=== design 1 ===
Fig. 1: design 1, the metal 1 layer
Bar = 50 µm.
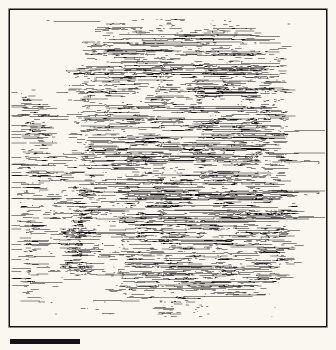
Fig. 2: design 1, met2 routing
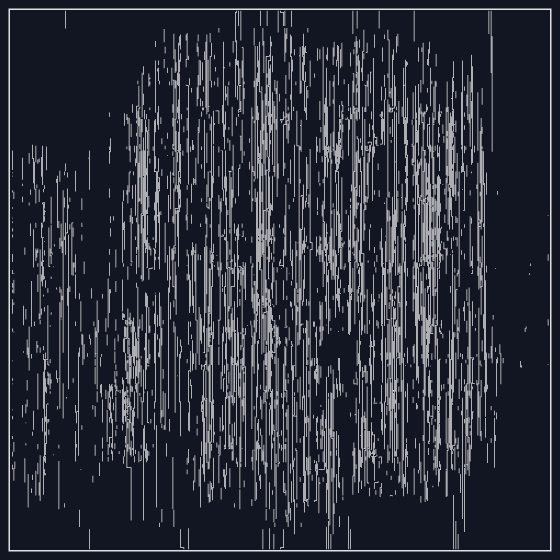
===== src/rtl/mac_vector_feeder.sv =====
// Sequencer that buffers one input/weight vector pair and streams it into an
// external signed 8x8 MAC, then captures the returned dot product.
module mac_vector_feeder #(
   parameter int DEPTH   = 16,
   parameter int AW      = 4,
   parameter int TIMEOUT = 8
) (
   input  logic          clk_i,
   input  logic          rst_i,
   input  logic          wr_en_i,
   input  logic [AW-1:0] wr_addr_i,
   input  logic [7:0]    wr_input_i,
   input  logic [7:0]    wr_weight_i,
   input  logic [AW:0]   len_i,
   input  logic          start_i,
   output logic          busy_o,
   output logic          done_o,
   output logic          err_o,
   output logic [31:0]   result_o,
   output logic          mac_clear_o,
   output logic          mac_enable_o,
   output logic          mac_valid_o,
   output logic [7:0]    mac_input_o,
   output logic [7:0]    mac_weight_o,
   input  logic [31:0]   mac_result_i,
   input  logic          mac_valid_i
);

   localparam int          CW      = $clog2(TIMEOUT + 1);
   localparam logic [AW:0] MAX_LEN = (AW+1)'(DEPTH);

   typedef enum logic [2:0] {S_IDLE, S_CLEAR, S_STREAM, S_WAIT, S_DONE} state_t;

   state_t          state_q, state_d;
   logic [AW-1:0]   idx_q, idx_d;
   logic [AW:0]     len_q, len_d;
   logic [CW-1:0]   cnt_q, cnt_d;
   logic            busy_q, busy_d;
   logic            done_q, done_d;
   logic            err_q, err_d;
   logic [31:0]     result_q, result_d;
   logic            mac_clear_q, mac_clear_d;
   logic            mac_enable_q, mac_enable_d;
   logic            mac_valid_q, mac_valid_d;
   logic [7:0]      mac_input_q, mac_input_d;
   logic [7:0]      mac_weight_q, mac_weight_d;

   logic [7:0]      in_buf_q [DEPTH];
   logic [7:0]      wt_buf_q [DEPTH];
   logic [AW-1:0]   rd_addr;
   logic            wr_ok;

   assign wr_ok = wr_en_i && (state_q == S_IDLE);

   // Buffers are read combinationally into the operand registers, so a write
   // landing on the start edge is already visible when element 0 is fetched.
   always_ff @(posedge clk_i or posedge rst_i) begin
      if (rst_i) begin
         for (int i = 0; i < DEPTH; i++) begin
            in_buf_q[i] <= '0;
            wt_buf_q[i] <= '0;
         end
      end else if (wr_ok) begin
         in_buf_q[wr_addr_i] <= wr_input_i;
         wt_buf_q[wr_addr_i] <= wr_weight_i;
      end
   end

   assign rd_addr = (state_q == S_CLEAR) ? '0 : idx_q + AW'(1);

   always_comb begin
      state_d      = state_q;
      idx_d        = idx_q;
      len_d        = len_q;
      cnt_d        = cnt_q;
      result_d     = result_q;
      busy_d       = 1'b0;
      done_d       = 1'b0;
      err_d        = 1'b0;
      mac_clear_d  = 1'b0;
      mac_enable_d = 1'b0;
      mac_valid_d  = 1'b0;
      mac_input_d  = '0;
      mac_weight_d = '0;

      // Outputs are computed for the state being entered, then registered.
      case (state_q)
         S_IDLE: begin
            if (start_i) begin
               if (len_i == '0 || len_i > MAX_LEN) begin
                  err_d = 1'b1;
               end else begin
                  state_d     = S_CLEAR;
                  len_d       = len_i;
                  idx_d       = '0;
                  busy_d      = 1'b1;
                  mac_clear_d = 1'b1;
               end
            end
         end
         S_CLEAR: begin
            busy_d = 1'b1;
            if (idx_q == '0) begin
               idx_d       = AW'(1);
               mac_clear_d = 1'b1;
            end else begin
               state_d      = S_STREAM;
               idx_d        = '0;
               mac_enable_d = 1'b1;
               mac_valid_d  = (len_q == (AW+1)'(1));
               mac_input_d  = in_buf_q[rd_addr];
               mac_weight_d = wt_buf_q[rd_addr];
            end
         end
         S_STREAM: begin
            busy_d = 1'b1;
            if ({1'b0, idx_q} + (AW+1)'(1) == len_q) begin
               state_d = S_WAIT;
               cnt_d   = '0;
            end else begin
               idx_d        = rd_addr;
               mac_enable_d = 1'b1;
               mac_valid_d  = ({1'b0, idx_q} + (AW+1)'(2) == len_q);
               mac_input_d  = in_buf_q[rd_addr];
               mac_weight_d = wt_buf_q[rd_addr];
            end
         end
         S_WAIT: begin
            busy_d = 1'b1;
            if (mac_valid_i) begin
               result_d = mac_result_i;
               done_d   = 1'b1;
               state_d  = S_DONE;
            end else if (cnt_q == CW'(TIMEOUT)) begin
               result_d = '0;
               err_d    = 1'b1;
               done_d   = 1'b1;
               state_d  = S_DONE;
            end else begin
               cnt_d = cnt_q + CW'(1);
            end
         end
         S_DONE: begin
            state_d = S_IDLE;
         end
         default: begin
            state_d = S_IDLE;
         end
      endcase
   end

   always_ff @(posedge clk_i or posedge rst_i) begin
      if (rst_i) begin
         state_q      <= S_IDLE;
         idx_q        <= '0;
         len_q        <= '0;
         cnt_q        <= '0;
         busy_q       <= 1'b0;
         done_q       <= 1'b0;
         err_q        <= 1'b0;
         result_q     <= '0;
         mac_clear_q  <= 1'b1;
         mac_enable_q <= 1'b0;
         mac_valid_q  <= 1'b0;
         mac_input_q  <= '0;
         mac_weight_q <= '0;
      end else begin
         state_q      <= state_d;
         idx_q        <= idx_d;
         len_q        <= len_d;
         cnt_q        <= cnt_d;
         busy_q       <= busy_d;
         done_q       <= done_d;
         err_q        <= err_d;
         result_q     <= result_d;
         mac_clear_q  <= mac_clear_d;
         mac_enable_q <= mac_enable_d;
         mac_valid_q  <= mac_valid_d;
         mac_input_q  <= mac_input_d;
         mac_weight_q <= mac_weight_d;
      end
   end

   assign busy_o       = busy_q;
   assign done_o       = done_q;
   assign err_o        = err_q;
   assign result_o     = result_q;
   assign mac_clear_o  = mac_clear_q;
   assign mac_enable_o = mac_enable_q;
   assign mac_valid_o  = mac_valid_q;
   assign mac_input_o  = mac_input_q;
   assign mac_weight_o = mac_weight_q;

endmodule


===== config.mk =====
export PLATFORM = sky130hd
export DESIGN_NAME = mac_vector_feeder
export DESIGN_NICKNAME = d
export VERILOG_FILES = /design/src/rtl/mac_vector_feeder.sv
export SDC_FILE = /design/constraint.sdc
export NUM_CORES = 1
export LEC_CHECK = 0
export CAP_MARGIN = 20
export CORE_MARGIN = 5
export CORE_UTILIZATION = 32
export DETAILED_ROUTE_END_ITERATION = 7
export GPL_ROUTABILITY_DRIVEN = 0
export GPL_TIMING_DRIVEN = 0
export PLACE_DENSITY_LB_ADDON = 0.12
export SKIP_CTS_REPAIR_TIMING = 1
export SLEW_MARGIN = 0
export SYNTH_ARGS = -nofsm -noshare
export SYNTH_HDL_FRONTEND = slang
export SYNTH_SLANG_ARGS = --single-unit

===== constraint.sdc =====
create_clock -name clk_i -period 12.5 [get_ports clk_i]
set_input_delay 1.875 -clock clk_i [delete_from_list [all_inputs] [get_ports clk_i]]
set_output_delay 1.875 -clock clk_i [all_outputs]
set_load 0.05 [all_outputs]

==> out/results.ini <==
[run_status]
status=finished, final reports clean

[final_layout]
comb_area_frac=0.345
layout-area-overhead-vs-synth_pct=21.8
signal_buffers=215
clkCellAreaFrac=0.0714
final_util=0.393
mostFrequentLayoutCell=dfrtp_1
sh_seq_area=0.447

[global_routing]
grt_pass1_vias=10800
busiest_layer=met2

[timing]
final-hold-violation-count=0
rsz0062_at_grt=no

[worst_setup_path]
r2r_cells=12
crit_arrival_ps=5420

[pwr]
p_seq_frac=0.349
combinationalPower_mw=2.19
leakagePower_nw=8.00
clkPwrFrac=0.226

[synthesis]
yosys_warnings=0
mux_area_frac=0.229
top_cells_by_area=dfrtp_1 (54%), mux2_2 (19%), a221oi_1 (2.1%), a22o_1 (2.0%), a21oi_1 (2.0%)
fa_ha_area_frac=0.00417
edf_count=0
yosys_cells=1146

[route]
avgRoutedWirePerCell_um=23.7
drc_errors=0
wl_met1_mm=21.5
met3_length_mm=2.44

[clocking]
cts_buffer_depth=3

Notes on Fig. 1 above:
nets with wire on the layer	1286
main direction	horizontal
wire length on this layer	21.5 mm
longest straight run	75.7 µm

Notes on Fig. 2 above:
longest straight run	101 µm
nets with wire on the layer	1225
wire length on this layer	21.0 mm

-- state kept, by name, indices dropped and copies added (netlist names), 3 cells and up --
name,count
cnt_q,4
mac_input_o,8
wt_buf_q,128
mac_weight_o,8
len_q,5
state_q,3
in_buf_q,128
idx_q,4
result_o,32
-- worst max-delay path by stage --
stage,start,to,depth (start not counted)
2_1_floorplan,rst_i,busy_o,1
3_3_place_gp,rst_i,in_buf_q[124],2
3_5_place_dp,idx_q[0],mac_weight_o[1],12
4_1_cts,idx_q[0],mac_input_o[1],12
5_1_grt,idx_q[0],mac_input_o[1],12
6_report,idx_q[0],mac_input_o[1],12
-- metrics by stage --
step / cells / setup WS [ps] / cell area (µm²) / TNS [ps] / power [mW]
after floorplan: 1146 / 1600 / 15000 / 0 / 3.26
after global placement: 1866 / -3300 / 16900 / -1055730 / 3.99
after detailed placement: 1868 / 7520 / 16900 / 0 / 4.01
after CTS: 1936 / 7500 / 18200 / 0 / 5.20
after global routing: 1936 / 7200 / 18200 / 0 / 5.46
final: 1938 / 7440 / 18300 / 0 / 5.15

=== design 2 ===
File: config.mk
export PLATFORM = sky130hd
export DESIGN_NAME = program_loader_flat
export DESIGN_NICKNAME = d
export VERILOG_FILES = /design/src/rtl/program_loader_if.sv /design/src/rtl/program_loader.sv /design/src/flat_wrapper.sv
export SDC_FILE = /design/constraint.sdc
export NUM_CORES = 1
export LEC_CHECK = 0
export ABC_AREA = 1
export CAP_MARGIN = 20
export CELL_PAD_IN_SITES_DETAIL_PLACEMENT = 1
export CELL_PAD_IN_SITES_GLOBAL_PLACEMENT = 1
export CORE_MARGIN = 2
export CORE_UTILIZATION = 32
export CTS_BUF_LIST = sky130_fd_sc_hd__clkbuf_16
export DETAILED_ROUTE_END_ITERATION = 6
export GPL_TIMING_DRIVEN = 1
export PLACE_DENSITY = 0.86
export SYNTH_ARGS = -nofsm -noshare
export SYNTH_HDL_FRONTEND = slang
export SYNTH_SLANG_ARGS = --single-unit
File: constraint.sdc
create_clock -name clk -period 1.68 [get_ports clk]
set_input_delay 0.168 -clock clk [delete_from_list [all_inputs] [get_ports clk]]
set_output_delay 0.168 -clock clk [all_outputs]
set_load 0.01 [all_outputs]
File: src/rtl/program_loader_if.sv
// program_loader_if: bundles the host instruction stream, the steering-stage
// code-RAM/run handshake and the result port of the program loader.
// With PROGRAM_LOADER_WATCHDOG_EN defined the res_timeout flag is added.
interface program_loader_if #(
    parameter int unsigned N = 16,
    parameter int unsigned M = 10
);
    logic [N-1:0] in_data;
    logic         in_valid;
    logic         in_last;
    logic         in_ready;
    logic [N-1:0] ld_data;
    logic [M-1:0] ld_addr;
    logic         ld_wr;
    logic         start;
    logic [N-1:0] calc_out;
    logic         calc_ready;
    logic [N-1:0] res_data;
    logic         res_valid;
    logic         res_ready;
    logic [M-1:0] prog_len;
    logic         err_ovf;
`ifdef PROGRAM_LOADER_WATCHDOG_EN
    logic         res_timeout;
`endif

    // Loader side
    modport master (
        input  in_data, in_valid, in_last, calc_out, calc_ready, res_ready,
        output in_ready, ld_data, ld_addr, ld_wr, start, res_data, res_valid,
        output prog_len, err_ovf
`ifdef PROGRAM_LOADER_WATCHDOG_EN
        , output res_timeout
`endif
    );

    // Host / steering side
    modport slave (
        output in_data, in_valid, in_last, calc_out, calc_ready, res_ready,
        input  in_ready, ld_data, ld_addr, ld_wr, start, res_data, res_valid,
        input  prog_len, err_ovf
`ifdef PROGRAM_LOADER_WATCHDOG_EN
        , input res_timeout
`endif
    );
endinterface

File: src/rtl/program_loader.sv
// program_loader: streams a program into the steering stage code RAM from
// address 0, pulses start, waits for the run to finish and returns the
// calculator top-of-stack on a valid/ready result port.
// Optional feature: define PROGRAM_LOADER_WATCHDOG_EN to add a watchdog
// (parameter WD_CYCLES) on the wait states and the res_timeout flag.
module program_loader #(
    parameter int unsigned N = 16,
    parameter int unsigned M = 10
`ifdef PROGRAM_LOADER_WATCHDOG_EN
    , parameter int unsigned WD_CYCLES = 1024
`endif
) (
    input  logic             clk,
    input  logic             rst,
    program_loader_if.master bus
);

    localparam logic [M-1:0] WPTR_MAX = '1;

    typedef enum logic [2:0] {
        S_LOAD,
        S_START,
        S_WAIT_BUSY,
        S_WAIT_DONE,
        S_RESULT
    } state_t;

    state_t       state;
    logic [M-1:0] wptr;
    logic         accept_c;

`ifdef PROGRAM_LOADER_WATCHDOG_EN
    localparam int unsigned WD_W = $clog2(WD_CYCLES + 1);
    logic [WD_W-1:0] wd_cnt;
    logic            wd_hit_c;

    // Watchdog expires on the last allowed wait cycle
    assign wd_hit_c = (wd_cnt == WD_W'(WD_CYCLES - 1));
`endif

    // Words are only taken while loading and the steering stage is idle
    assign bus.in_ready = (state == S_LOAD) && bus.calc_ready && !rst;
    assign accept_c     = bus.in_valid && bus.in_ready;

    // Loader FSM with registered code-RAM, run and result outputs
    always_ff @(posedge clk) begin
        if (rst) begin
            state         <= S_LOAD;
            wptr          <= '0;
            bus.ld_wr     <= 1'b0;
            bus.ld_addr   <= '0;
            bus.ld_data   <= '0;
            bus.start     <= 1'b0;
            bus.res_valid <= 1'b0;
            bus.res_data  <= '0;
            bus.prog_len  <= '0;
            bus.err_ovf   <= 1'b0;
`ifdef PROGRAM_LOADER_WATCHDOG_EN
            bus.res_timeout <= 1'b0;
            wd_cnt          <= '0;
`endif
        end else begin
            bus.ld_wr <= 1'b0;
            bus.start <= 1'b0;
            case (state)
                S_LOAD: begin
                    if (accept_c) begin
                        bus.ld_wr   <= 1'b1;
                        bus.ld_addr <= wptr;
                        bus.ld_data <= bus.in_data;
                        if (wptr == '0) begin
                            bus.err_ovf <= 1'b0;
                        end
                        // A full code RAM ends the program without wrapping
                        if (bus.in_last || (wptr == WPTR_MAX)) begin
                            bus.prog_len <= wptr;
                            state        <= S_START;
                            if (!bus.in_last) begin
                                bus.err_ovf <= 1'b1;
                            end
                        end else begin
                            wptr <= wptr + M'(1);
                        end
                    end
                end
                S_START: begin
                    bus.start <= 1'b1;
                    state     <= S_WAIT_BUSY;
`ifdef PROGRAM_LOADER_WATCHDOG_EN
                    wd_cnt    <= '0;
`endif
                end
                S_WAIT_BUSY: begin
`ifdef PROGRAM_LOADER_WATCHDOG_EN
                    wd_cnt <= wd_cnt + WD_W'(1);
                    if (wd_hit_c) begin
                        bus.res_data    <= bus.calc_out;
                        bus.res_valid   <= 1'b1;
                        bus.res_timeout <= 1'b1;
                        state           <= S_RESULT;
                    end else
`endif
                    if (!bus.calc_ready) begin
                        state <= S_WAIT_DONE;
                    end
                end
                S_WAIT_DONE: begin
                    if (bus.calc_ready) begin
                        bus.res_data  <= bus.calc_out;
                        bus.res_valid <= 1'b1;
                        state         <= S_RESULT;
                    end
`ifdef PROGRAM_LOADER_WATCHDOG_EN
                    else if (wd_hit_c) begin
                        bus.res_data    <= bus.calc_out;
                        bus.res_valid   <= 1'b1;
                        bus.res_timeout <= 1'b1;
                        state           <= S_RESULT;
                    end else begin
                        wd_cnt <= wd_cnt + WD_W'(1);
                    end
`endif
                end
                S_RESULT: begin
                    if (bus.res_valid && bus.res_ready) begin
                        bus.res_valid <= 1'b0;
`ifdef PROGRAM_LOADER_WATCHDOG_EN
                        bus.res_timeout <= 1'b0;
`endif
                        wptr          <= '0;
                        state         <= S_LOAD;
                    end
                end
                default: state <= S_LOAD;
            endcase
        end
    end

endmodule

File: src/flat_wrapper.sv
// flat-port wrapper written by rule: the top's interface ports become plain ports
module program_loader_flat 
#(
    parameter int unsigned N = 16,
    parameter int unsigned M = 10

)
  (clk, rst, bus_in_data, bus_in_valid, bus_in_last, bus_calc_out, bus_calc_ready, bus_res_ready, bus_in_ready, bus_ld_data, bus_ld_addr, bus_ld_wr, bus_start, bus_res_data, bus_res_valid, bus_prog_len, bus_err_ovf);
  program_loader_if #(.N(N), .M(M)) bus_i ();
  input  logic clk;
  input  logic rst;
  input wire logic [$bits(bus_i.in_data)-1:0] bus_in_data;
  input wire logic [$bits(bus_i.in_valid)-1:0] bus_in_valid;
  input wire logic [$bits(bus_i.in_last)-1:0] bus_in_last;
  input wire logic [$bits(bus_i.calc_out)-1:0] bus_calc_out;
  input wire logic [$bits(bus_i.calc_ready)-1:0] bus_calc_ready;
  input wire logic [$bits(bus_i.res_ready)-1:0] bus_res_ready;
  output wire logic [$bits(bus_i.in_ready)-1:0] bus_in_ready;
  output wire logic [$bits(bus_i.ld_data)-1:0] bus_ld_data;
  output wire logic [$bits(bus_i.ld_addr)-1:0] bus_ld_addr;
  output wire logic [$bits(bus_i.ld_wr)-1:0] bus_ld_wr;
  output wire logic [$bits(bus_i.start)-1:0] bus_start;
  output wire logic [$bits(bus_i.res_data)-1:0] bus_res_data;
  output wire logic [$bits(bus_i.res_valid)-1:0] bus_res_valid;
  output wire logic [$bits(bus_i.prog_len)-1:0] bus_prog_len;
  output wire logic [$bits(bus_i.err_ovf)-1:0] bus_err_ovf;
  assign bus_i.in_data = bus_in_data;
  assign bus_i.in_valid = bus_in_valid;
  assign bus_i.in_last = bus_in_last;
  assign bus_i.calc_out = bus_calc_out;
  assign bus_i.calc_ready = bus_calc_ready;
  assign bus_i.res_ready = bus_res_ready;
  assign bus_in_ready = bus_i.in_ready;
  assign bus_ld_data = bus_i.ld_data;
  assign bus_ld_addr = bus_i.ld_addr;
  assign bus_ld_wr = bus_i.ld_wr;
  assign bus_start = bus_i.start;
  assign bus_res_data = bus_i.res_data;
  assign bus_res_valid = bus_i.res_valid;
  assign bus_prog_len = bus_i.prog_len;
  assign bus_err_ovf = bus_i.err_ovf;
  program_loader #(.N(N), .M(M)) u_core (.clk(clk), .rst(rst), .bus(bus_i));
endmodule
==> out/results.ini <==
[run_status]
status=finished, final reports clean

[pwr]
power_mw=4.24
peakVddDrop_mv=0.508

[global_routing]
busiest_layer=met2
use_met2=0.365

[synthesis]
ys_sh_aoi=0.128
most_common_cell=nand2_1
mux_area_frac=0

[route]
met3_length_um=591
wl_met1_mm=3.77

[timing]
rsz0062_at_grt=no

[final_layout]
n_antenna_cell=0

[hold_path]
hold_class=in2reg
worstHoldStart=bus_calc_out[5]

[worst_setup_path]
critPathCaptureType=register

## critical path, stage by stage (launching register included)
cell and delay (ps):
dfxtp_1 310, ha_1 230, nand2_1 150, nor2_4 60, nand3_4 90, nand2_4 90, nand2_4 150, clkinv_2 170
nor2_1 140, nor2_1 60
## per-stage QoR
step | TNS (ps) | instance area, µm² | instances
floorplan | 0 | 2920 | 392
global placement | -983 | 4080 | 595
detailed placement | -2710 | 4080 | 595
CTS | 0 | 4380 | 611
global route | 0 | 4380 | 611
finish | 0 | 4380 | 611
## flip-flops by register name, indices dropped and copies added (netlist names)
register,cells
u_core.state,3
u_core.wptr,10
u_core.bus.res_data,16
u_core.bus.prog_len,10
u_core.bus.err_ovf,1
u_core.bus.ld_addr,10
u_core.bus.res_valid,1
u_core.bus.ld_wr,1
u_core.bus.ld_data,16
u_core.bus.start,1
## area by class of cell
type                            instances  area (µm²)  area share
Sequential cell                        69        1380       0.315
Multi-Input combinational cell        278        1340       0.307
Timing Repair Buffer                  114        1130       0.257
Clock buffer                            9         225      0.0514
Tap cell                              108         135      0.0309
Inverter                               26         100      0.0229
Clock inverter                          7        67.6      0.0154
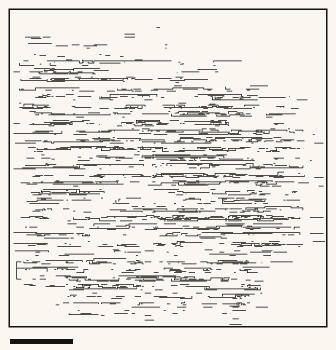
Fig. 3. The metal 1 layer (design 2).
Bar = 20 µm.
nets with wire on the layer	482
main direction	horizontal
share of all routed wire	41%
wire length on this layer	3770 µm
longest straight run	24.4 µm

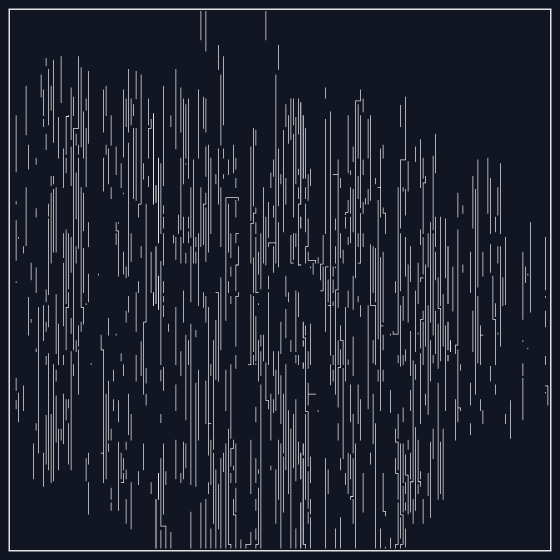
Fig. 4. Met2 routing (design 2).
share of all routed wire	51%
longest straight run	44.9 µm
nets with wire on the layer	467


=== design 3 ===
Fig. 5: design 3, the metal 1 layer
Bar = 20 µm.
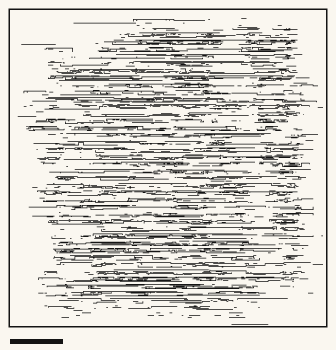
Fig. 6: design 3, met2 routing
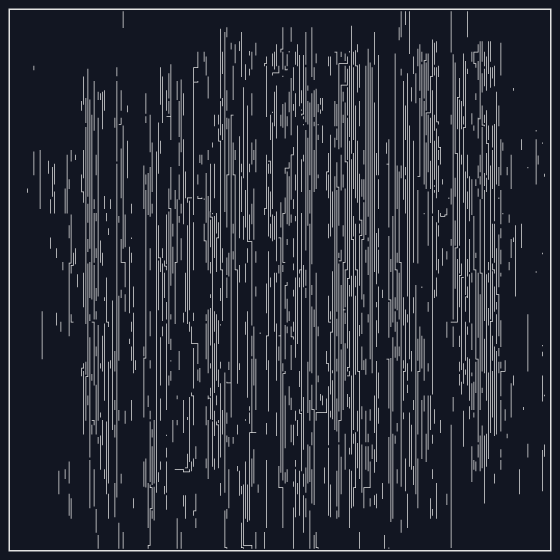
$ cat config.mk
export PLATFORM = sky130hd
export DESIGN_NAME = regfile_2r1w
export DESIGN_NICKNAME = d
export VERILOG_FILES = /design/src/rtl/regfile_2r1w.sv
export SDC_FILE = /design/constraint.sdc
export NUM_CORES = 1
export LEC_CHECK = 0
export CAP_MARGIN = 0
export CELL_PAD_IN_SITES_DETAIL_PLACEMENT = 1
export CELL_PAD_IN_SITES_GLOBAL_PLACEMENT = 2
export CORE_UTILIZATION = 35
export DETAILED_ROUTE_END_ITERATION = 8
export GPL_TIMING_DRIVEN = 0
export HOLD_SLACK_MARGIN = 0.12
export PLACE_DENSITY_LB_ADDON = 0.25
export SYNTH_ARGS = -nofsm -noshare
export SYNTH_HDL_FRONTEND = slang
export SYNTH_SLANG_ARGS = --single-unit
$ cat constraint.sdc
create_clock -name clk -period 2.8 [get_ports clk]
set_clock_uncertainty 0.05 [all_clocks]
set_input_delay 0.42 -clock clk [delete_from_list [all_inputs] [get_ports clk]]
set_output_delay 0.42 -clock clk [all_outputs]
set_load 0.01 [all_outputs]
$ cat src/rtl/regfile_2r1w.sv
// Parametrised register file with one write port, two registered read ports,
// write-to-read bypass, per-entry valid bits and a synchronous bulk clear.
module regfile_2r1w #(
    parameter int WIDTH = 8,
    parameter int DEPTH = 8,
    parameter int AW    = $clog2(DEPTH)
) (
    input  logic             clk,
    input  logic             rst,
    input  logic             clr,
    input  logic             wen,
    input  logic [AW-1:0]    waddr,
    input  logic [WIDTH-1:0] wdata,
    input  logic             ren_a,
    input  logic [AW-1:0]    raddr_a,
    output logic [WIDTH-1:0] rdata_a,
    output logic             rvalid_a,
    input  logic             ren_b,
    input  logic [AW-1:0]    raddr_b,
    output logic [WIDTH-1:0] rdata_b,
    output logic             rvalid_b,
    output logic [DEPTH-1:0] vmask
);

    // One extra bit so DEPTH itself is representable for the range check.
    localparam logic [AW:0] LIMIT = (AW+1)'(DEPTH);

    logic [WIDTH-1:0] mem [DEPTH];
    logic [DEPTH-1:0] valid;

    genvar gi;

    // Out-of-range write addresses match no entry, so they are dropped for free.
    generate
        for (gi = 0; gi < DEPTH; gi++) begin : gen_entry
            localparam logic [AW-1:0] IDX = AW'(gi);
            logic [WIDTH-1:0] data_reg;
            logic             valid_reg;

            always_ff @(posedge clk) begin
                if (rst || clr) begin
                    data_reg  <= '0;
                    valid_reg <= 1'b0;
                end else if (wen && waddr == IDX) begin
                    data_reg  <= wdata;
                    valid_reg <= 1'b1;
                end
            end

            assign mem[gi]   = data_reg;
            assign valid[gi] = valid_reg;
        end
    endgenerate

    assign vmask = valid;

    logic [1:0]       ren_v;
    logic [AW-1:0]    raddr_v  [2];
    logic [WIDTH-1:0] rdata_v  [2];
    logic             rvalid_v [2];

    assign ren_v      = {ren_b, ren_a};
    assign raddr_v[0] = raddr_a;
    assign raddr_v[1] = raddr_b;

    generate
        for (gi = 0; gi < 2; gi++) begin : gen_port
            logic             in_range;
            logic [WIDTH-1:0] rdata_reg;
            logic [WIDTH-1:0] rdata_next;
            logic             rvalid_reg;
            logic             rvalid_next;

            assign in_range = {1'b0, raddr_v[gi]} < LIMIT;

            // Clear beats bypass; invalid or out-of-range entries read as zero.
            always_comb begin
                rdata_next  = rdata_reg;
                rvalid_next = rvalid_reg;
                if (ren_v[gi]) begin
                    rdata_next  = '0;
                    rvalid_next = 1'b0;
                    if (!clr && in_range) begin
                        if (wen && waddr == raddr_v[gi]) begin
                            rdata_next  = wdata;
                            rvalid_next = 1'b1;
                        end else if (valid[raddr_v[gi]]) begin
                            rdata_next  = mem[raddr_v[gi]];
                            rvalid_next = 1'b1;
                        end
                    end
                end
            end

            always_ff @(posedge clk) begin
                if (rst) begin
                    rdata_reg  <= '0;
                    rvalid_reg <= 1'b0;
                end else begin
                    rdata_reg  <= rdata_next;
                    rvalid_reg <= rvalid_next;
                end
            end

            assign rdata_v[gi]  = rdata_reg;
            assign rvalid_v[gi] = rvalid_reg;
        end
    endgenerate

    assign rdata_a  = rdata_v[0];
    assign rvalid_a = rvalid_v[0];
    assign rdata_b  = rdata_v[1];
    assign rvalid_b = rvalid_v[1];

endmodule
==> out/results.ini <==
[route]
ant_nets=0
num_vias=4446
routed.top_layer=met4
wl_met1_mm=8.10

[global_routing]
busiest_layer=met2
use_met2=0.402
use_met3=0.0456
grt_pass1_wl_mm=26.5

[timing]
finalClockPeriodUsage=0.902
hold_ws_ps=391
fin_tns_setup_ps=0

[run_status]
status=finished, final reports clean

[clocking]
postCtsHoldBufs=0

[final_layout]
nNetsFinal=642
drive_above_1_share=0.101
final_area_um2=5720

[synthesis]
top_cells_by_area=dfxtp_1 (37%), nand2_1 (11%), a21oi_1 (9.5%), mux4_2 (8.4%), mux2i_1 (6.6%)
yosys.area_share.simple=0.197
ys_area_um2=4850
fp_nets=594
top_logic_kind=simple AND/OR/NAND/NOR gates
ys_sh_aoi=0.195

[worst_setup_path]
crit_fanout=10
cp.depth=6

[placement]
dp_hpwl_mm=12.7
place.detailed.instances=784

[job]
warnings=26

[floorplan]
chipArea_um2=14300

About Fig. 5:
main direction	horizontal
nets with wire on the layer	595
wire length on this layer	8100 µm
longest straight run	53.8 µm

About Fig. 6:
nets with wire on the layer	561
main direction	vertical

## placed cells by master (no fill, tap or decap), types with 11 or more instances in the layout
cell type        instances
nand2_1                139
a21oi_1                 92
dfxtp_1                 90
clkdlybuf4s50_1         37
mux2i_1                 32
clkbuf_1                28
nor2_1                  28
mux4_2                  18
a22oi_1                 18
and2_1                  16
a22o_1                  14
o31ai_1                 14
buf_4                   12
o211ai_1                11
## area by class of cell
class / instances / area (µm²)
Fill cell: 1594 / 7680
Multi-Input combinational cell: 430 / 2790
Sequential cell: 90 / 1800
Timing Repair Buffer: 37 / 370
Buffer: 51 / 255
Clock buffer: 10 / 239
Tap cell: 176 / 220
Clock inverter: 3 / 42.5
## worst max path at each step
stage                           from                        to  slack [ps]
after floorplan           raddr_a[1]                rdata_a[0]         940
after global placement    raddr_b[0]                rdata_b[1]         150
after detailed placement         wen  gen_entry[3].data_reg[0]          70
after CTS                        wen  gen_entry[3].data_reg[4]         360
after global routing        waddr[1]  gen_entry[3].data_reg[4]         160
final                       waddr[1]  gen_entry[3].data_reg[4]         270
## power by group
part	internal, mW	switching [mW]	leakage, nW
Combinational	0.117	0.219	1.12
Clock	0.699	0.513	0.136
Sequential	1.29	0.00965	0.726
Total	2.11	0.741	1.98

=== design 4 ===
Fig. 7: design 4, the metal 1 layer
Bar = 20 µm.
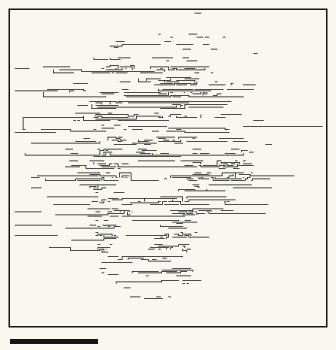
Fig. 8: design 4, met2 routing
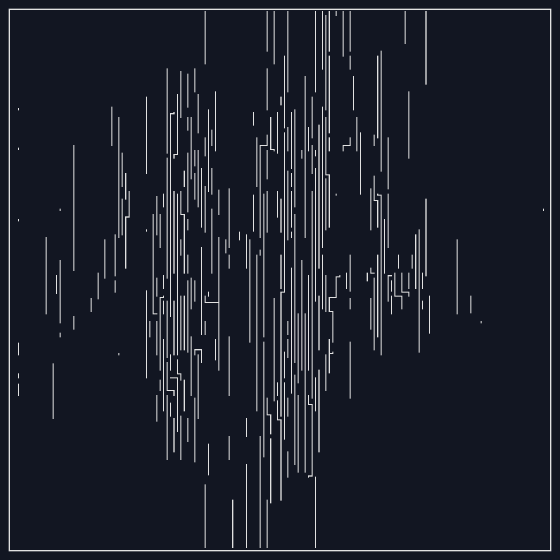
Fig. 9: design 4, metal 3
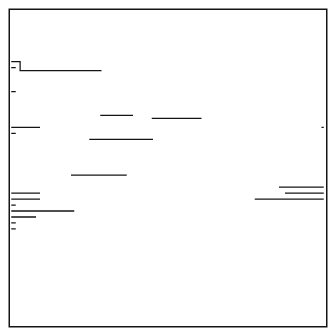
## src/rtl/axi_rw_arbiter.sv

```systemverilog
// Memory-port arbiter between an AXI write engine and read engine.
// One burst owns the port at a time; ties alternate so neither side starves.
module axi_rw_arbiter #(
    parameter int ADDR_WIDTH = 16,
    parameter int DATA_WIDTH = 32
) (
    input  logic       ACLK,
    input  logic       ARESTN,
    input  logic       wr_req,
    input  logic [7:0] wr_len,
    input  logic       wr_beat,
    input  logic       rd_req,
    input  logic [7:0] rd_len,
    input  logic       rd_beat,
    output logic       wr_gnt,
    output logic       rd_gnt,
    output logic [7:0] beats_left,
    output logic       busy,
    output logic       proto_err
);

    typedef enum logic [1:0] {
        IDLE     = 2'd0,
        WR_BURST = 2'd1,
        RD_BURST = 2'd2
    } state_t;

    state_t     state_reg;
    logic [7:0] beats_left_reg;
    logic       pri_rd_reg;
    logic       proto_err_reg;

    // The arbiter never touches the data path; widths only document the port it guards.
    if (ADDR_WIDTH < 1 || DATA_WIDTH < 1) begin : g_width_guard
    end

    always_ff @(posedge ACLK or negedge ARESTN) begin
        if (!ARESTN) begin
            state_reg      <= IDLE;
            beats_left_reg <= 8'd0;
            pri_rd_reg     <= 1'b0;
            proto_err_reg  <= 1'b0;
        end else begin
            case (state_reg)
                IDLE: begin
                    if (wr_beat || rd_beat)
                        proto_err_reg <= 1'b1;
                    if (wr_req && (!rd_req || !pri_rd_reg)) begin
                        state_reg      <= WR_BURST;
                        beats_left_reg <= wr_len;
                    end else if (rd_req) begin
                        state_reg      <= RD_BURST;
                        beats_left_reg <= rd_len;
                    end
                end
                WR_BURST: begin
                    if (rd_beat)
                        proto_err_reg <= 1'b1;
                    if (wr_beat) begin
                        if (beats_left_reg != 8'd0) begin
                            beats_left_reg <= beats_left_reg - 8'd1;
                        end else begin
                            // Last beat: hand over to the reader without an idle bubble.
                            pri_rd_reg <= 1'b1;
                            if (rd_req) begin
                                state_reg      <= RD_BURST;
                                beats_left_reg <= rd_len;
                            end else if (wr_req) begin
                                beats_left_reg <= wr_len;
                            end else begin
                                state_reg      <= IDLE;
                                beats_left_reg <= 8'd0;
                            end
                        end
                    end
                end
                RD_BURST: begin
                    if (wr_beat)
                        proto_err_reg <= 1'b1;
                    if (rd_beat) begin
                        if (beats_left_reg != 8'd0) begin
                            beats_left_reg <= beats_left_reg - 8'd1;
                        end else begin
                            pri_rd_reg <= 1'b0;
                            if (wr_req) begin
                                state_reg      <= WR_BURST;
                                beats_left_reg <= wr_len;
                            end else if (rd_req) begin
                                beats_left_reg <= rd_len;
                            end else begin
                                state_reg      <= IDLE;
                                beats_left_reg <= 8'd0;
                            end
                        end
                    end
                end
                default: begin
                    state_reg      <= IDLE;
                    beats_left_reg <= 8'd0;
                end
            endcase
        end
    end

    assign wr_gnt     = (state_reg == WR_BURST);
    assign rd_gnt     = (state_reg == RD_BURST);
    assign busy       = (state_reg != IDLE);
    assign beats_left = beats_left_reg;
    assign proto_err  = proto_err_reg;

endmodule

```

## config.mk

```make
export PLATFORM = sky130hd
export DESIGN_NAME = axi_rw_arbiter
export DESIGN_NICKNAME = d
export VERILOG_FILES = /design/src/rtl/axi_rw_arbiter.sv
export SDC_FILE = /design/constraint.sdc
export NUM_CORES = 1
export LEC_CHECK = 0
export CAP_MARGIN = 20
export CORE_MARGIN = 3
export CORE_UTILIZATION = 25
export CTS_BUF_LIST = sky130_fd_sc_hd__clkbuf_4 sky130_fd_sc_hd__clkbuf_8 sky130_fd_sc_hd__clkbuf_16
export DETAILED_ROUTE_END_ITERATION = 10
export PLACE_DENSITY = 0.49
export SLEW_MARGIN = 25
export SYNTH_ARGS = -nofsm -noshare
export SYNTH_HDL_FRONTEND = slang
export SYNTH_SLANG_ARGS = --single-unit
```

## constraint.sdc

```tcl
create_clock -name ACLK -period 4.65 [get_ports ACLK]
set_input_delay 0.93 -clock ACLK [delete_from_list [all_inputs] [get_ports ACLK]]
set_output_delay 0.93 -clock ACLK [all_outputs]
set_load 0.01 [all_outputs]
```

==> out/results.ini <==
[final_layout]
ff_count=12
clkCellAreaFrac=0.0365
logic_area_um2=728
n_antenna_cell=0
lay_top_cells=clkdlybuf4s50_1 (33), dfrtp_1 (12), inv_1 (9)
fill_cells=447
buffer_area_frac=0.219

[timing]
rsz0062_at_grt=no
finalClockPeriodUsage=0.588
fmax_mhz=366

[placement]
io_buffers=33

[hold_path]
hold_class=reg2reg

[global_routing]
use_met2=0.226
use_met3=0.0388
grt.total_usage=0.134

[route]
num_vias=1112
dr.pass1.iters=4

[clocking]
htree_num_levels=1
cts_made_buffers=3

[synthesis]
syn_avg_cell_area_um2=8.77

[worst_setup_path]
crit_arrival_ps=1810
cpPeakStageDelay_ps=570
critPathRequiredTime_ps=3720
crit_type=reg2out

[run_status]
status=finished, final reports clean

About Fig. 7:
nets with wire on the layer	165
wire length on this layer	1580 µm
longest straight run	30.4 µm

About Fig. 8:
nets with wire on the layer	154
main direction	vertical
wire length on this layer	1610 µm

About Fig. 9:
main direction	horizontal
longest straight run	18.4 µm
share of all routed wire	4.3%
nets with wire on the layer	18
wire length on this layer	143 µm

worst reg2reg max path, cell delays in order (launching register included):
cell and delay [ps]:
dfrtp_1 460, inv_1 130, ha_1 250, nor3b_2 190, and2_1 220, a21o_1 200
a22o_1 240, a221o_1 320
power breakdown:
part	internal (mW)	total (mW)	switching [mW]
sequential	0.146	0.229	0.0831
clock	0.0747	0.112	0.0373
combinational	0.320	0.633	0.313
total	0.541	0.973	0.433
through the flow:
stage          power [mW]  setup slack, ps  area [µm²]  utilization  std cells
2_1_floorplan       0.649             2420        1090            -        124
3_3_place_gp        0.866             1760        1460        0.356        203
3_5_place_dp        0.861             1670        1460        0.356        203
4_1_cts             0.980             1900        1510        0.370        207
5_1_grt              1.06             1720        1510        0.370        207
6_report            0.973             1910        1510        0.370        207
worst max-delay path by stage:
stage / endpoint / slack (ps)
finish: wr_gnt / 1910
floorplan: state_reg[0] / 2420
detailed placement: beats_left[6] / 1670
global placement: beats_left[6] / 1760
global route: beats_left[6] / 1720
CTS: wr_gnt / 1900

=== design 5 ===
Fig. 10: design 5, the metal 1 layer
Bar = 20 µm.
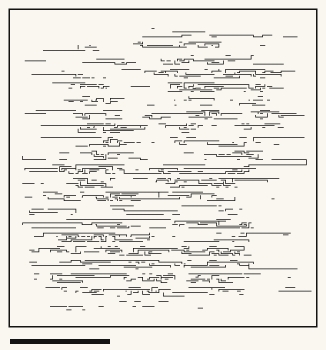
Fig. 11: design 5, met2 routing
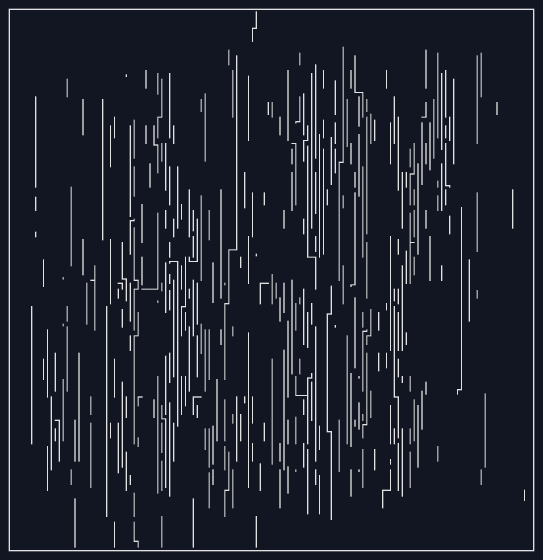
File: src/rtl/exposure_timer_pkg.sv
// Shared constants, state encoding and exposure-step helper for the exposure timer.
package exposure_timer_pkg;

    localparam int EXP_MIN  = 2;
    localparam int EXP_MAX  = 30;
    localparam int EXP_INIT = 2;

    typedef enum logic [2:0] {
        ST_IDLE,
        ST_EXPOSING,
        ST_EXP_DONE,
        ST_READING,
        ST_READ_DONE
    } timer_state_t;

    // Opposing edges in the same cycle cancel; the result saturates at the limits.
    function automatic logic [4:0] step_exp(input logic [4:0] cur, input logic up, input logic dn);
        logic [4:0] nxt;
        nxt = cur;
        if (up && !dn && (cur < 5'(EXP_MAX)))
            nxt = cur + 5'd1;
        else if (dn && !up && (cur > 5'(EXP_MIN)))
            nxt = cur - 5'd1;
        return nxt;
    endfunction

endpackage

File: src/rtl/exposure_timer_if.sv
// Control/status bundle between the exposure-control FSM (master) and the exposure timer (slave).
interface exposure_timer_if;
    logic       exp_increase;
    logic       exp_decrease;
    logic       expose;
    logic       adc;
    logic       ovf5;
    logic       ovf4;
    logic       busy;
    logic [4:0] exp_time;

    modport master (
        output exp_increase, exp_decrease, expose, adc,
        input  ovf5, ovf4, busy, exp_time
    );

    modport slave (
        input  exp_increase, exp_decrease, expose, adc,
        output ovf5, ovf4, busy, exp_time
    );
endinterface

File: src/rtl/exposure_timer_ms_prescaler.sv
// Divides the system clock down to one tick per millisecond while enabled.
module ms_prescaler #(
    parameter int CLK_PER_MS = 1000
) (
    input  logic clk,
    input  logic rst_n,
    input  logic clear,
    input  logic enable,
    output logic tick
);
    localparam int W = $clog2(CLK_PER_MS);

    logic [W-1:0] cnt;

    assign tick = enable && (cnt == W'(CLK_PER_MS - 1));

    always_ff @(posedge clk or negedge rst_n) begin
        if (!rst_n)
            cnt <= '0;
        else if (clear || tick)
            cnt <= '0;
        else if (enable)
            cnt <= cnt + 1'b1;
    end
endmodule

File: src/rtl/exposure_timer.sv
// Exposure timer: owns the ms exposure setting and times the expose and ADC readout phases.
//  state        | meaning
//  ST_IDLE      | waiting for expose or adc; setting changes accepted
//  ST_EXPOSING  | counting down ms_cnt on each prescaler tick
//  ST_EXP_DONE  | ovf5 issued, waiting for expose to drop
//  ST_READING   | counting readout cycles in rd_cnt
//  ST_READ_DONE | ovf4 issued, waiting for adc to drop
module exposure_timer
    import exposure_timer_pkg::*;
#(
    parameter int CLK_PER_MS  = 1000,
    parameter int READ_CYCLES = 4
) (
    input logic             clk,
    input logic             rst_n,
    exposure_timer_if.slave bus
);
    localparam int RW = $clog2(READ_CYCLES + 1);

    timer_state_t  state;
    logic [4:0]    ms_cnt;
    logic [RW-1:0] rd_cnt;
    logic [4:0]    exp_time;
    logic          inc_q, dec_q;
    logic          ovf5, ovf4, busy;
    logic          ms_tick;

    assign bus.exp_time = exp_time;
    assign bus.ovf5     = ovf5;
    assign bus.ovf4     = ovf4;
    assign bus.busy     = busy;

    ms_prescaler #(.CLK_PER_MS(CLK_PER_MS)) u_prescaler (
        .clk   (clk),
        .rst_n (rst_n),
        .clear (state != ST_EXPOSING),
        .enable(state == ST_EXPOSING),
        .tick  (ms_tick)
    );

    // Edge history tracks every cycle so edges seen outside IDLE are dropped, not replayed.
    always_ff @(posedge clk or negedge rst_n) begin
        if (!rst_n) begin
            exp_time <= 5'(EXP_INIT);
            inc_q    <= 1'b0;
            dec_q    <= 1'b0;
        end else begin
            inc_q <= bus.exp_increase;
            dec_q <= bus.exp_decrease;
            if (state == ST_IDLE)
                exp_time <= step_exp(exp_time, bus.exp_increase && !inc_q,
                                     bus.exp_decrease && !dec_q);
        end
    end

    always_ff @(posedge clk or negedge rst_n) begin
        if (!rst_n) begin
            state  <= ST_IDLE;
            ms_cnt <= '0;
            rd_cnt <= '0;
            ovf5   <= 1'b0;
            ovf4   <= 1'b0;
            busy   <= 1'b0;
        end else begin
            ovf5 <= 1'b0;
            ovf4 <= 1'b0;
            case (state)
                ST_IDLE: begin
                    if (bus.expose) begin
                        state  <= ST_EXPOSING;
                        ms_cnt <= exp_time;
                        busy   <= 1'b1;
                    end else if (bus.adc) begin
                        state  <= ST_READING;
                        rd_cnt <= '0;
                        busy   <= 1'b1;
                    end
                end
                ST_EXPOSING: begin
                    if (!bus.expose) begin
                        state <= ST_IDLE;
                        busy  <= 1'b0;
                    end else if (ms_tick) begin
                        ms_cnt <= ms_cnt - 5'd1;
                        if (ms_cnt == 5'd1) begin
                            state <= ST_EXP_DONE;
                            ovf5  <= 1'b1;
                        end
                    end
                end
                ST_EXP_DONE: begin
                    if (!bus.expose) begin
                        state <= ST_IDLE;
                        busy  <= 1'b0;
                    end
                end
                ST_READING: begin
                    if (!bus.adc) begin
                        state <= ST_IDLE;
                        busy  <= 1'b0;
                    end else begin
                        rd_cnt <= rd_cnt + 1'b1;
                        if (rd_cnt == RW'(READ_CYCLES - 1)) begin
                            state <= ST_READ_DONE;
                            ovf4  <= 1'b1;
                        end
                    end
                end
                ST_READ_DONE: begin
                    if (!bus.adc) begin
                        state <= ST_IDLE;
                        busy  <= 1'b0;
                    end
                end
                default: begin
                    state <= ST_IDLE;
                    busy  <= 1'b0;
                end
            endcase
        end
    end
endmodule

File: src/flat_wrapper.sv
// flat-port wrapper written by rule: the top's interface ports become plain ports
module exposure_timer_flat import exposure_timer_pkg::*;
#(
    parameter int CLK_PER_MS  = 1000,
    parameter int READ_CYCLES = 4
)
  (clk, rst_n, bus_exp_increase, bus_exp_decrease, bus_expose, bus_adc, bus_ovf5, bus_ovf4, bus_busy, bus_exp_time);
  exposure_timer_if bus_i ();
  input logic clk;
  input logic rst_n;
  input wire logic [$bits(bus_i.exp_increase)-1:0] bus_exp_increase;
  input wire logic [$bits(bus_i.exp_decrease)-1:0] bus_exp_decrease;
  input wire logic [$bits(bus_i.expose)-1:0] bus_expose;
  input wire logic [$bits(bus_i.adc)-1:0] bus_adc;
  output wire logic [$bits(bus_i.ovf5)-1:0] bus_ovf5;
  output wire logic [$bits(bus_i.ovf4)-1:0] bus_ovf4;
  output wire logic [$bits(bus_i.busy)-1:0] bus_busy;
  output wire logic [$bits(bus_i.exp_time)-1:0] bus_exp_time;
  assign bus_i.exp_increase = bus_exp_increase;
  assign bus_i.exp_decrease = bus_exp_decrease;
  assign bus_i.expose = bus_expose;
  assign bus_i.adc = bus_adc;
  assign bus_ovf5 = bus_i.ovf5;
  assign bus_ovf4 = bus_i.ovf4;
  assign bus_busy = bus_i.busy;
  assign bus_exp_time = bus_i.exp_time;
  exposure_timer #(.CLK_PER_MS(CLK_PER_MS), .READ_CYCLES(READ_CYCLES)) u_core (.clk(clk), .rst_n(rst_n), .bus(bus_i));
endmodule
File: config.mk
export PLATFORM = sky130hd
export DESIGN_NAME = exposure_timer_flat
export DESIGN_NICKNAME = d
export VERILOG_FILES = /design/src/rtl/exposure_timer_pkg.sv /design/src/rtl/exposure_timer_if.sv /design/src/rtl/exposure_timer_ms_prescaler.sv /design/src/rtl/exposure_timer.sv /design/src/flat_wrapper.sv
export SDC_FILE = /design/constraint.sdc
export NUM_CORES = 1
export LEC_CHECK = 0
export ABC_AREA = 1
export CAP_MARGIN = 30
export CORE_AREA = 2 2 59 61
export DETAILED_ROUTE_END_ITERATION = 16
export DIE_AREA = 0 0 61 63
export PLACE_DENSITY = 0.86
export REMOVE_ABC_BUFFERS = 1
export SLEW_MARGIN = 10
export SYNTH_ARGS = -nofsm -noshare
export SYNTH_HDL_FRONTEND = slang
export SYNTH_HIERARCHICAL = 1
export SYNTH_SLANG_ARGS = --single-unit
File: constraint.sdc
create_clock -name clk -period 5.1 [get_ports clk]
set_input_delay 1.53 -clock clk [delete_from_list [all_inputs] [get_ports clk]]
set_output_delay 1.53 -clock clk [all_outputs]
set_load 0.02 [all_outputs]
==> out/results.ini <==
[pwr]
combinationalPower_mw=0.518
p_int_mw=0.565
p_per_area_nw_per_um2=470
leakagePower_nw=1.09

[worst_setup_path]
cpPeakStageDelay_ps=620
critPathCaptureType=primary output
cp.depth=1

[timing]
fin_ws_ps=1990

[final_layout]
lay_top_cells=nand2_1 (68), inv_1 (45), dfrtp_1 (30)
n_clock_buffer=7
flop_area_um2=777

[synthesis]
ys_area_um2=1970
top_logic_kind=simple AND/OR/NAND/NOR gates
xor_area_frac=0.0222
numSynthFlops=31

[route]
avgRoutedWirePerCell_um=10.8
dr.pass1.iters=4

[run_status]
status=finished, final reports clean

About Fig. 10:
longest straight run	20.7 µm
wire length on this layer	1670 µm
share of all routed wire	48%
nets with wire on the layer	274

About Fig. 11:
longest straight run	24.5 µm
share of all routed wire	47%

==> routing by layer <==
metal	global-route usage	vias to the layer above
li1	-	845
met1	0.297	735
met2	0.356	26
met3	0.0621	7
met4	0.0815	0
met5	0	-
==> worst register-to-register path, cell delays in order, from the launching register on <==
cell and delay (ps):
dfrtp_1 430, nor2_4 170, nand2_4 110, inv_2 240
nand2_1 140, nor2_4 160, nand3_4 140, inv_1 100
nand4_1 130, nand2_1 130, and2_4 160, nand3_1 80
nand2_1 70
==> cell usage after synthesis <==
library cell  instances
o211ai_1              1
or2_0                 1
dfstp_2               1
o22ai_1               1
nor2_1               19
and2_4                1
xor2_1                4
dfrtp_1              30
xnor2_1               1
nand4_1               8
nand2_8               1
fa_1                  1
o21ai_2               1
ha_1                  9
buf_6                 1
nor3_1                1
inv_2                 2
a21oi_1               4
nand2_2               3
nand2_4               2
o21ai_0              10
nor2_4                4
nand3_4               2
inv_1                45
o21ai_1               6
nor2_2               11
nand3_1              20
nand2_1              68
==> stage by stage <==
stage / total power [mW] / hold slack (ps)
floorplan: 0.759 / 450
global placement: 0.885 / 467
detailed placement: 0.901 / 469
CTS: 1.04 / 482
global route: 1.15 / 531
finish: 1.04 / 483

=== design 6 ===
$ cat src/rtl/shift_serializer_ctl.sv
// Serializer around a universal shift register: N-bit word in over load_valid/ready,
// N/S beats of S bits out over so_valid/ready. Optional rotate fill: SHIFT_ROTATE_EN.
module shift_serializer_ctl #(
  parameter int N = 8,
  parameter int S = 1
) (
  input  logic         clk,
  input  logic         reset_n,
  input  logic         load_valid,
  output logic         load_ready,
  input  logic [N-1:0] load_data,
  input  logic         load_dir,
  input  logic         load_rot,
  input  logic [S-1:0] si,
  output logic [S-1:0] so,
  output logic         so_valid,
  input  logic         so_ready,
  output logic [N-1:0] q,
  output logic         busy,
  output logic         done,
  output logic         state_dbg
);

  localparam int BEATS = N / S;
  localparam int CNT_W = $clog2(BEATS + 1);

  if (N < 2 || S < 1 || S > N || (N % S) != 0) begin : g_bad_param
    $error("shift_serializer_ctl: need N >= 2, 1 <= S <= N and N %% S == 0");
  end

  // Handshakes: a load transfers on a rising edge where load_valid && load_ready;
  // a beat transfers on a rising edge where so_valid && so_ready. Both ready/valid
  // outputs depend only on registered state.
  typedef enum logic {
    ST_IDLE  = 1'b0,
    ST_SHIFT = 1'b1
  } state_t;

  state_t           r_state, w_state_nxt;
  logic [N-1:0]     r_q, w_q_nxt;
  logic             r_dir, w_dir_nxt;
  logic [CNT_W-1:0] r_cnt, w_cnt_nxt;
  logic             r_done, w_done_nxt;
  logic             w_rot;
  logic             w_load;
  logic             w_beat;
  logic [S-1:0]     w_so;
  logic [S-1:0]     w_fill;

  assign w_load = (r_state == ST_IDLE) && load_valid;
  assign w_beat = (r_state == ST_SHIFT) && so_ready;

`ifdef SHIFT_ROTATE_EN
  logic r_rot;

  always_ff @(posedge clk or negedge reset_n) begin
    if (!reset_n) begin
      r_rot <= 1'b0;
    end else if (w_load) begin
      r_rot <= load_rot;
    end
  end

  assign w_rot = r_rot;
`else
  logic w_unused_rot;

  assign w_unused_rot = load_rot;
  assign w_rot        = 1'b0;
`endif

  // The outgoing slice is also the rotate fill, so a rotate transfer restores the word.
  assign w_so   = r_dir ? r_q[N-1 -: S] : r_q[S-1:0];
  assign w_fill = w_rot ? w_so : si;

  always_ff @(posedge clk or negedge reset_n) begin
    if (!reset_n) begin
      r_state <= ST_IDLE;
      r_q     <= '0;
      r_dir   <= 1'b0;
      r_cnt   <= '0;
      r_done  <= 1'b0;
    end else begin
      r_state <= w_state_nxt;
      r_q     <= w_q_nxt;
      r_dir   <= w_dir_nxt;
      r_cnt   <= w_cnt_nxt;
      r_done  <= w_done_nxt;
    end
  end

  always_comb begin
    w_state_nxt = r_state;
    w_q_nxt     = r_q;
    w_dir_nxt   = r_dir;
    w_cnt_nxt   = r_cnt;
    w_done_nxt  = 1'b0;
    case (r_state)
      ST_IDLE: begin
        if (w_load) begin
          w_q_nxt     = load_data;
          w_dir_nxt   = load_dir;
          w_cnt_nxt   = CNT_W'(BEATS);
          w_state_nxt = ST_SHIFT;
        end
      end
      ST_SHIFT: begin
        if (w_beat) begin
          // Shift amounts of S == N clear the old word entirely, leaving only the fill.
          w_q_nxt   = r_dir ? ((r_q << S) | N'(w_fill))
                            : ((r_q >> S) | (N'(w_fill) << (N - S)));
          w_cnt_nxt = r_cnt - CNT_W'(1);
          if (r_cnt == CNT_W'(1)) begin
            w_state_nxt = ST_IDLE;
            w_done_nxt  = 1'b1;
          end
        end
      end
      default: w_state_nxt = ST_IDLE;
    endcase
  end

  assign load_ready = (r_state == ST_IDLE);
  assign so_valid   = (r_state == ST_SHIFT);
  assign busy       = (r_state == ST_SHIFT);
  assign so         = w_so;
  assign q          = r_q;
  assign done       = r_done;
  assign state_dbg  = r_state;

endmodule

$ cat config.mk
export PLATFORM = sky130hd
export DESIGN_NAME = shift_serializer_ctl
export DESIGN_NICKNAME = d
export VERILOG_FILES = /design/src/rtl/shift_serializer_ctl.sv
export SDC_FILE = /design/constraint.sdc
export NUM_CORES = 1
export LEC_CHECK = 0
export CAP_MARGIN = 0
export CORE_MARGIN = 4
export CORE_UTILIZATION = 47
export CTS_CLUSTER_DIAMETER = 80
export DETAILED_ROUTE_END_ITERATION = 8
export GPL_ROUTABILITY_DRIVEN = 0
export MAX_ROUTING_LAYER = met4
export PLACE_DENSITY_LB_ADDON = 0.05
export SLEW_MARGIN = 0
export SYNTH_ARGS = -nofsm -noshare
export SYNTH_HDL_FRONTEND = slang
export SYNTH_SLANG_ARGS = --single-unit
$ cat constraint.sdc
create_clock -name clk -period 2 [get_ports clk]
set_input_delay 0.6 -clock clk [delete_from_list [all_inputs] [get_ports clk]]
set_output_delay 0.6 -clock clk [all_outputs]
set_load 0.02 [all_outputs]
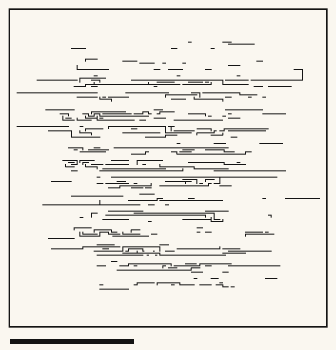
Fig. 12. The metal 1 layer (design 6).
Bar = 20 µm.
share of all routed wire	48%
wire length on this layer	846 µm
main direction	horizontal
nets with wire on the layer	111

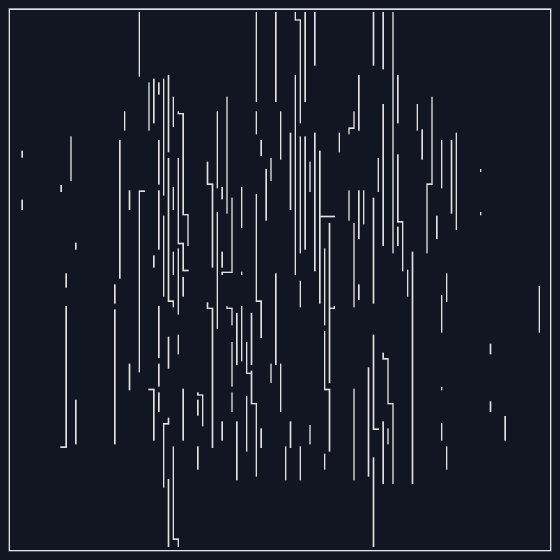
Fig. 13. Met2 routing (design 6).
share of all routed wire	45%
nets with wire on the layer	99
main direction	vertical

==> out/results.ini <==
[worst_setup_path]
r2r_end=r_dir
crit_buf_inv=1

[timing]
finalClockPeriodUsage=0.962
slew-limit-headroom=0.818
slew_violations=0
setup_violations=0

[run_status]
status=finished, final reports clean

[pwr]
power_mw=1.66

[synthesis]
synthArstFlopShare=1.00
fp_nets=100
synth_cell_types=27

[clocking]
post_cts_buffers=0

[final_layout]
lay_top_cells=clkdlybuf4s50_1 (25), nand2_1 (17), dfrtp_1 (15)
n_antenna_cell=0

[job]
maxCapViolations=0

[placement]
io_buffers=27
place_ws_ps=126
place.detailed.instances=134

[global_routing]
gr-total-overflow=0

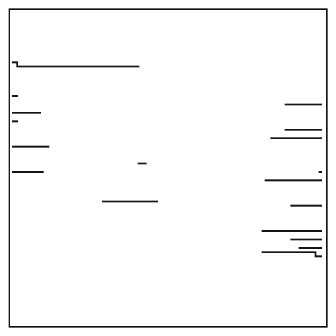
Fig. 14. Metal 3 (design 6).
share of all routed wire	6.1%
wire length on this layer	109 µm
nets with wire on the layer	17
longest straight run	19.5 µm
main direction	horizontal

-- area by class of cell --
| type | instances | area, µm² |
|---|---|---|
| multi-input cells | 60 | 437 |
| inverters | 3 | 11.3 |
| fillers | 148 | 567 |
| repair buffers | 31 | 298 |
| flip-flops and latches | 15 | 375 |
| clock buffers | 4 | 26.3 |
| well taps | 25 | 31.3 |
-- metal layers --
layer | track usage | part of all wire | up-vias
met1 | 0.224 | 0.48 | 311
li1 | - | - | 347
met2 | 0.221 | 0.45 | 18
met5 | - | 0 | -
met4 | 0.0717 | 0.0084 | 0
met3 | 0.0437 | 0.061 | 2
-- power by group through the flow --
stage	clock [mW]	sequential (mW)	combinational (mW)
final	0.175	0.589	0.896
after global placement	0	0.592	0.912
after CTS	0.180	0.590	0.908
after floorplan	0	0.668	0.508
after global routing	0.194	0.616	0.980
after detailed placement	0	0.596	0.919
-- worst max-delay path by stage --
stage | start | end | slack (ps)
floorplan | r_dir | so | 490
global placement | load_valid | r_dir | 140
detailed placement | so_ready | q[5] | 130
CTS | busy | state_dbg | 60
global route | busy | state_dbg | 9
finish | busy | state_dbg | 80
-- sequential cells by signal, indices dropped and copies added (netlist names) --
signal and flops:
r_cnt 4, r_dir 1, q 8, done 1
busy 1


==> layout pictures side by side <==
Congestion heat map.
shot_01.png
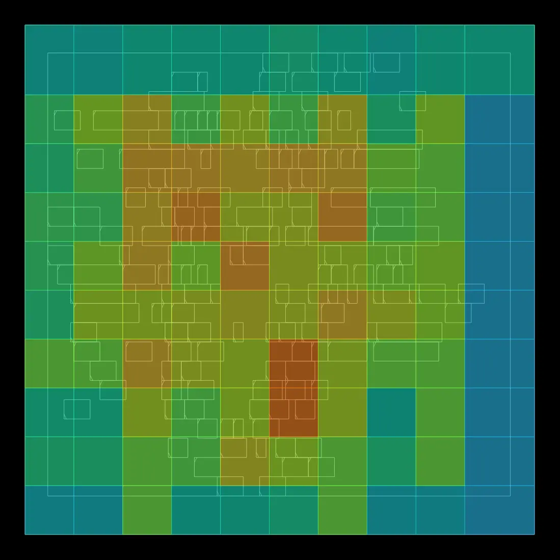
shot_02.png
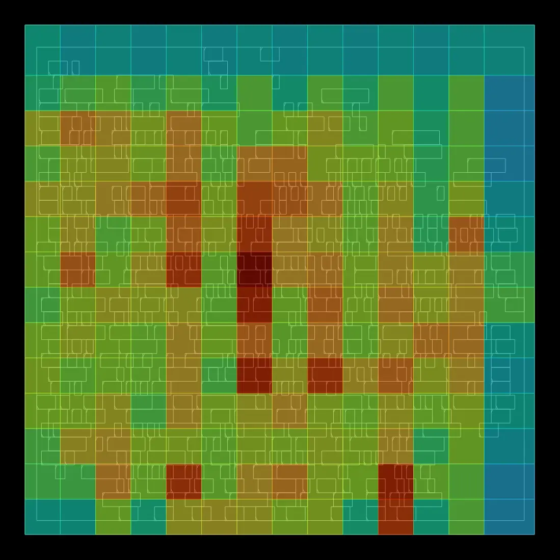
shot_03.png
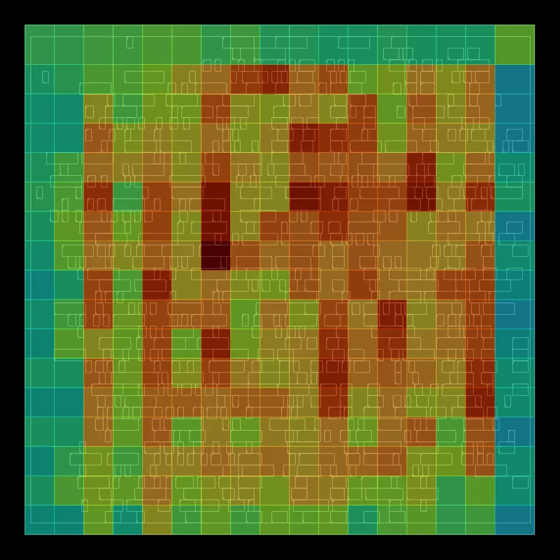
shot_04.png
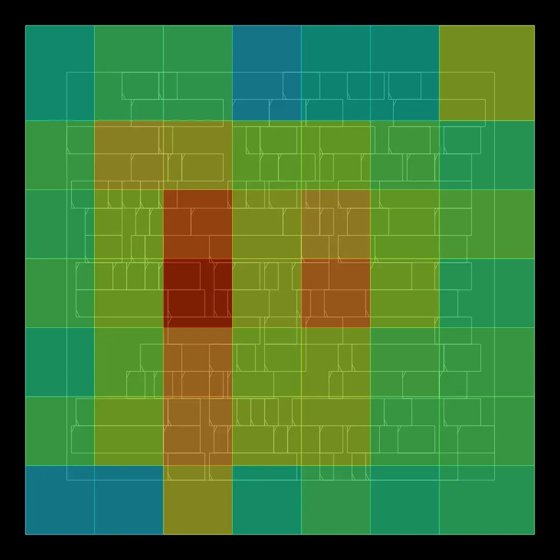
shot_05.png
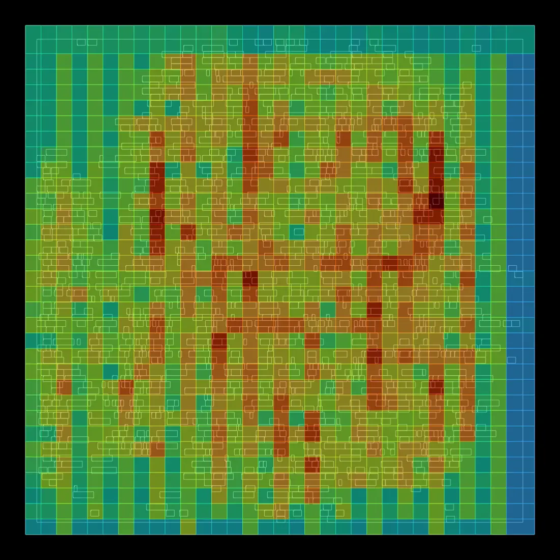
shot_06.png
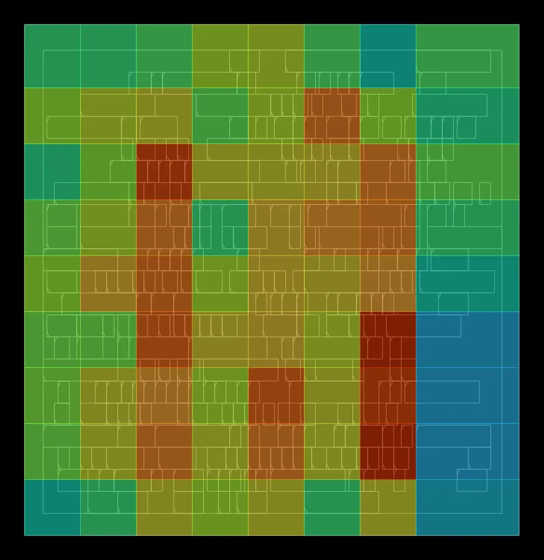
shot_06.png comes from design 5.
shot_03.png comes from design 3.
shot_02.png comes from design 2.
shot_05.png comes from design 1.
shot_01.png comes from design 4.
shot_04.png comes from design 6.

Power is estimated from default activity; no workload was simulated.
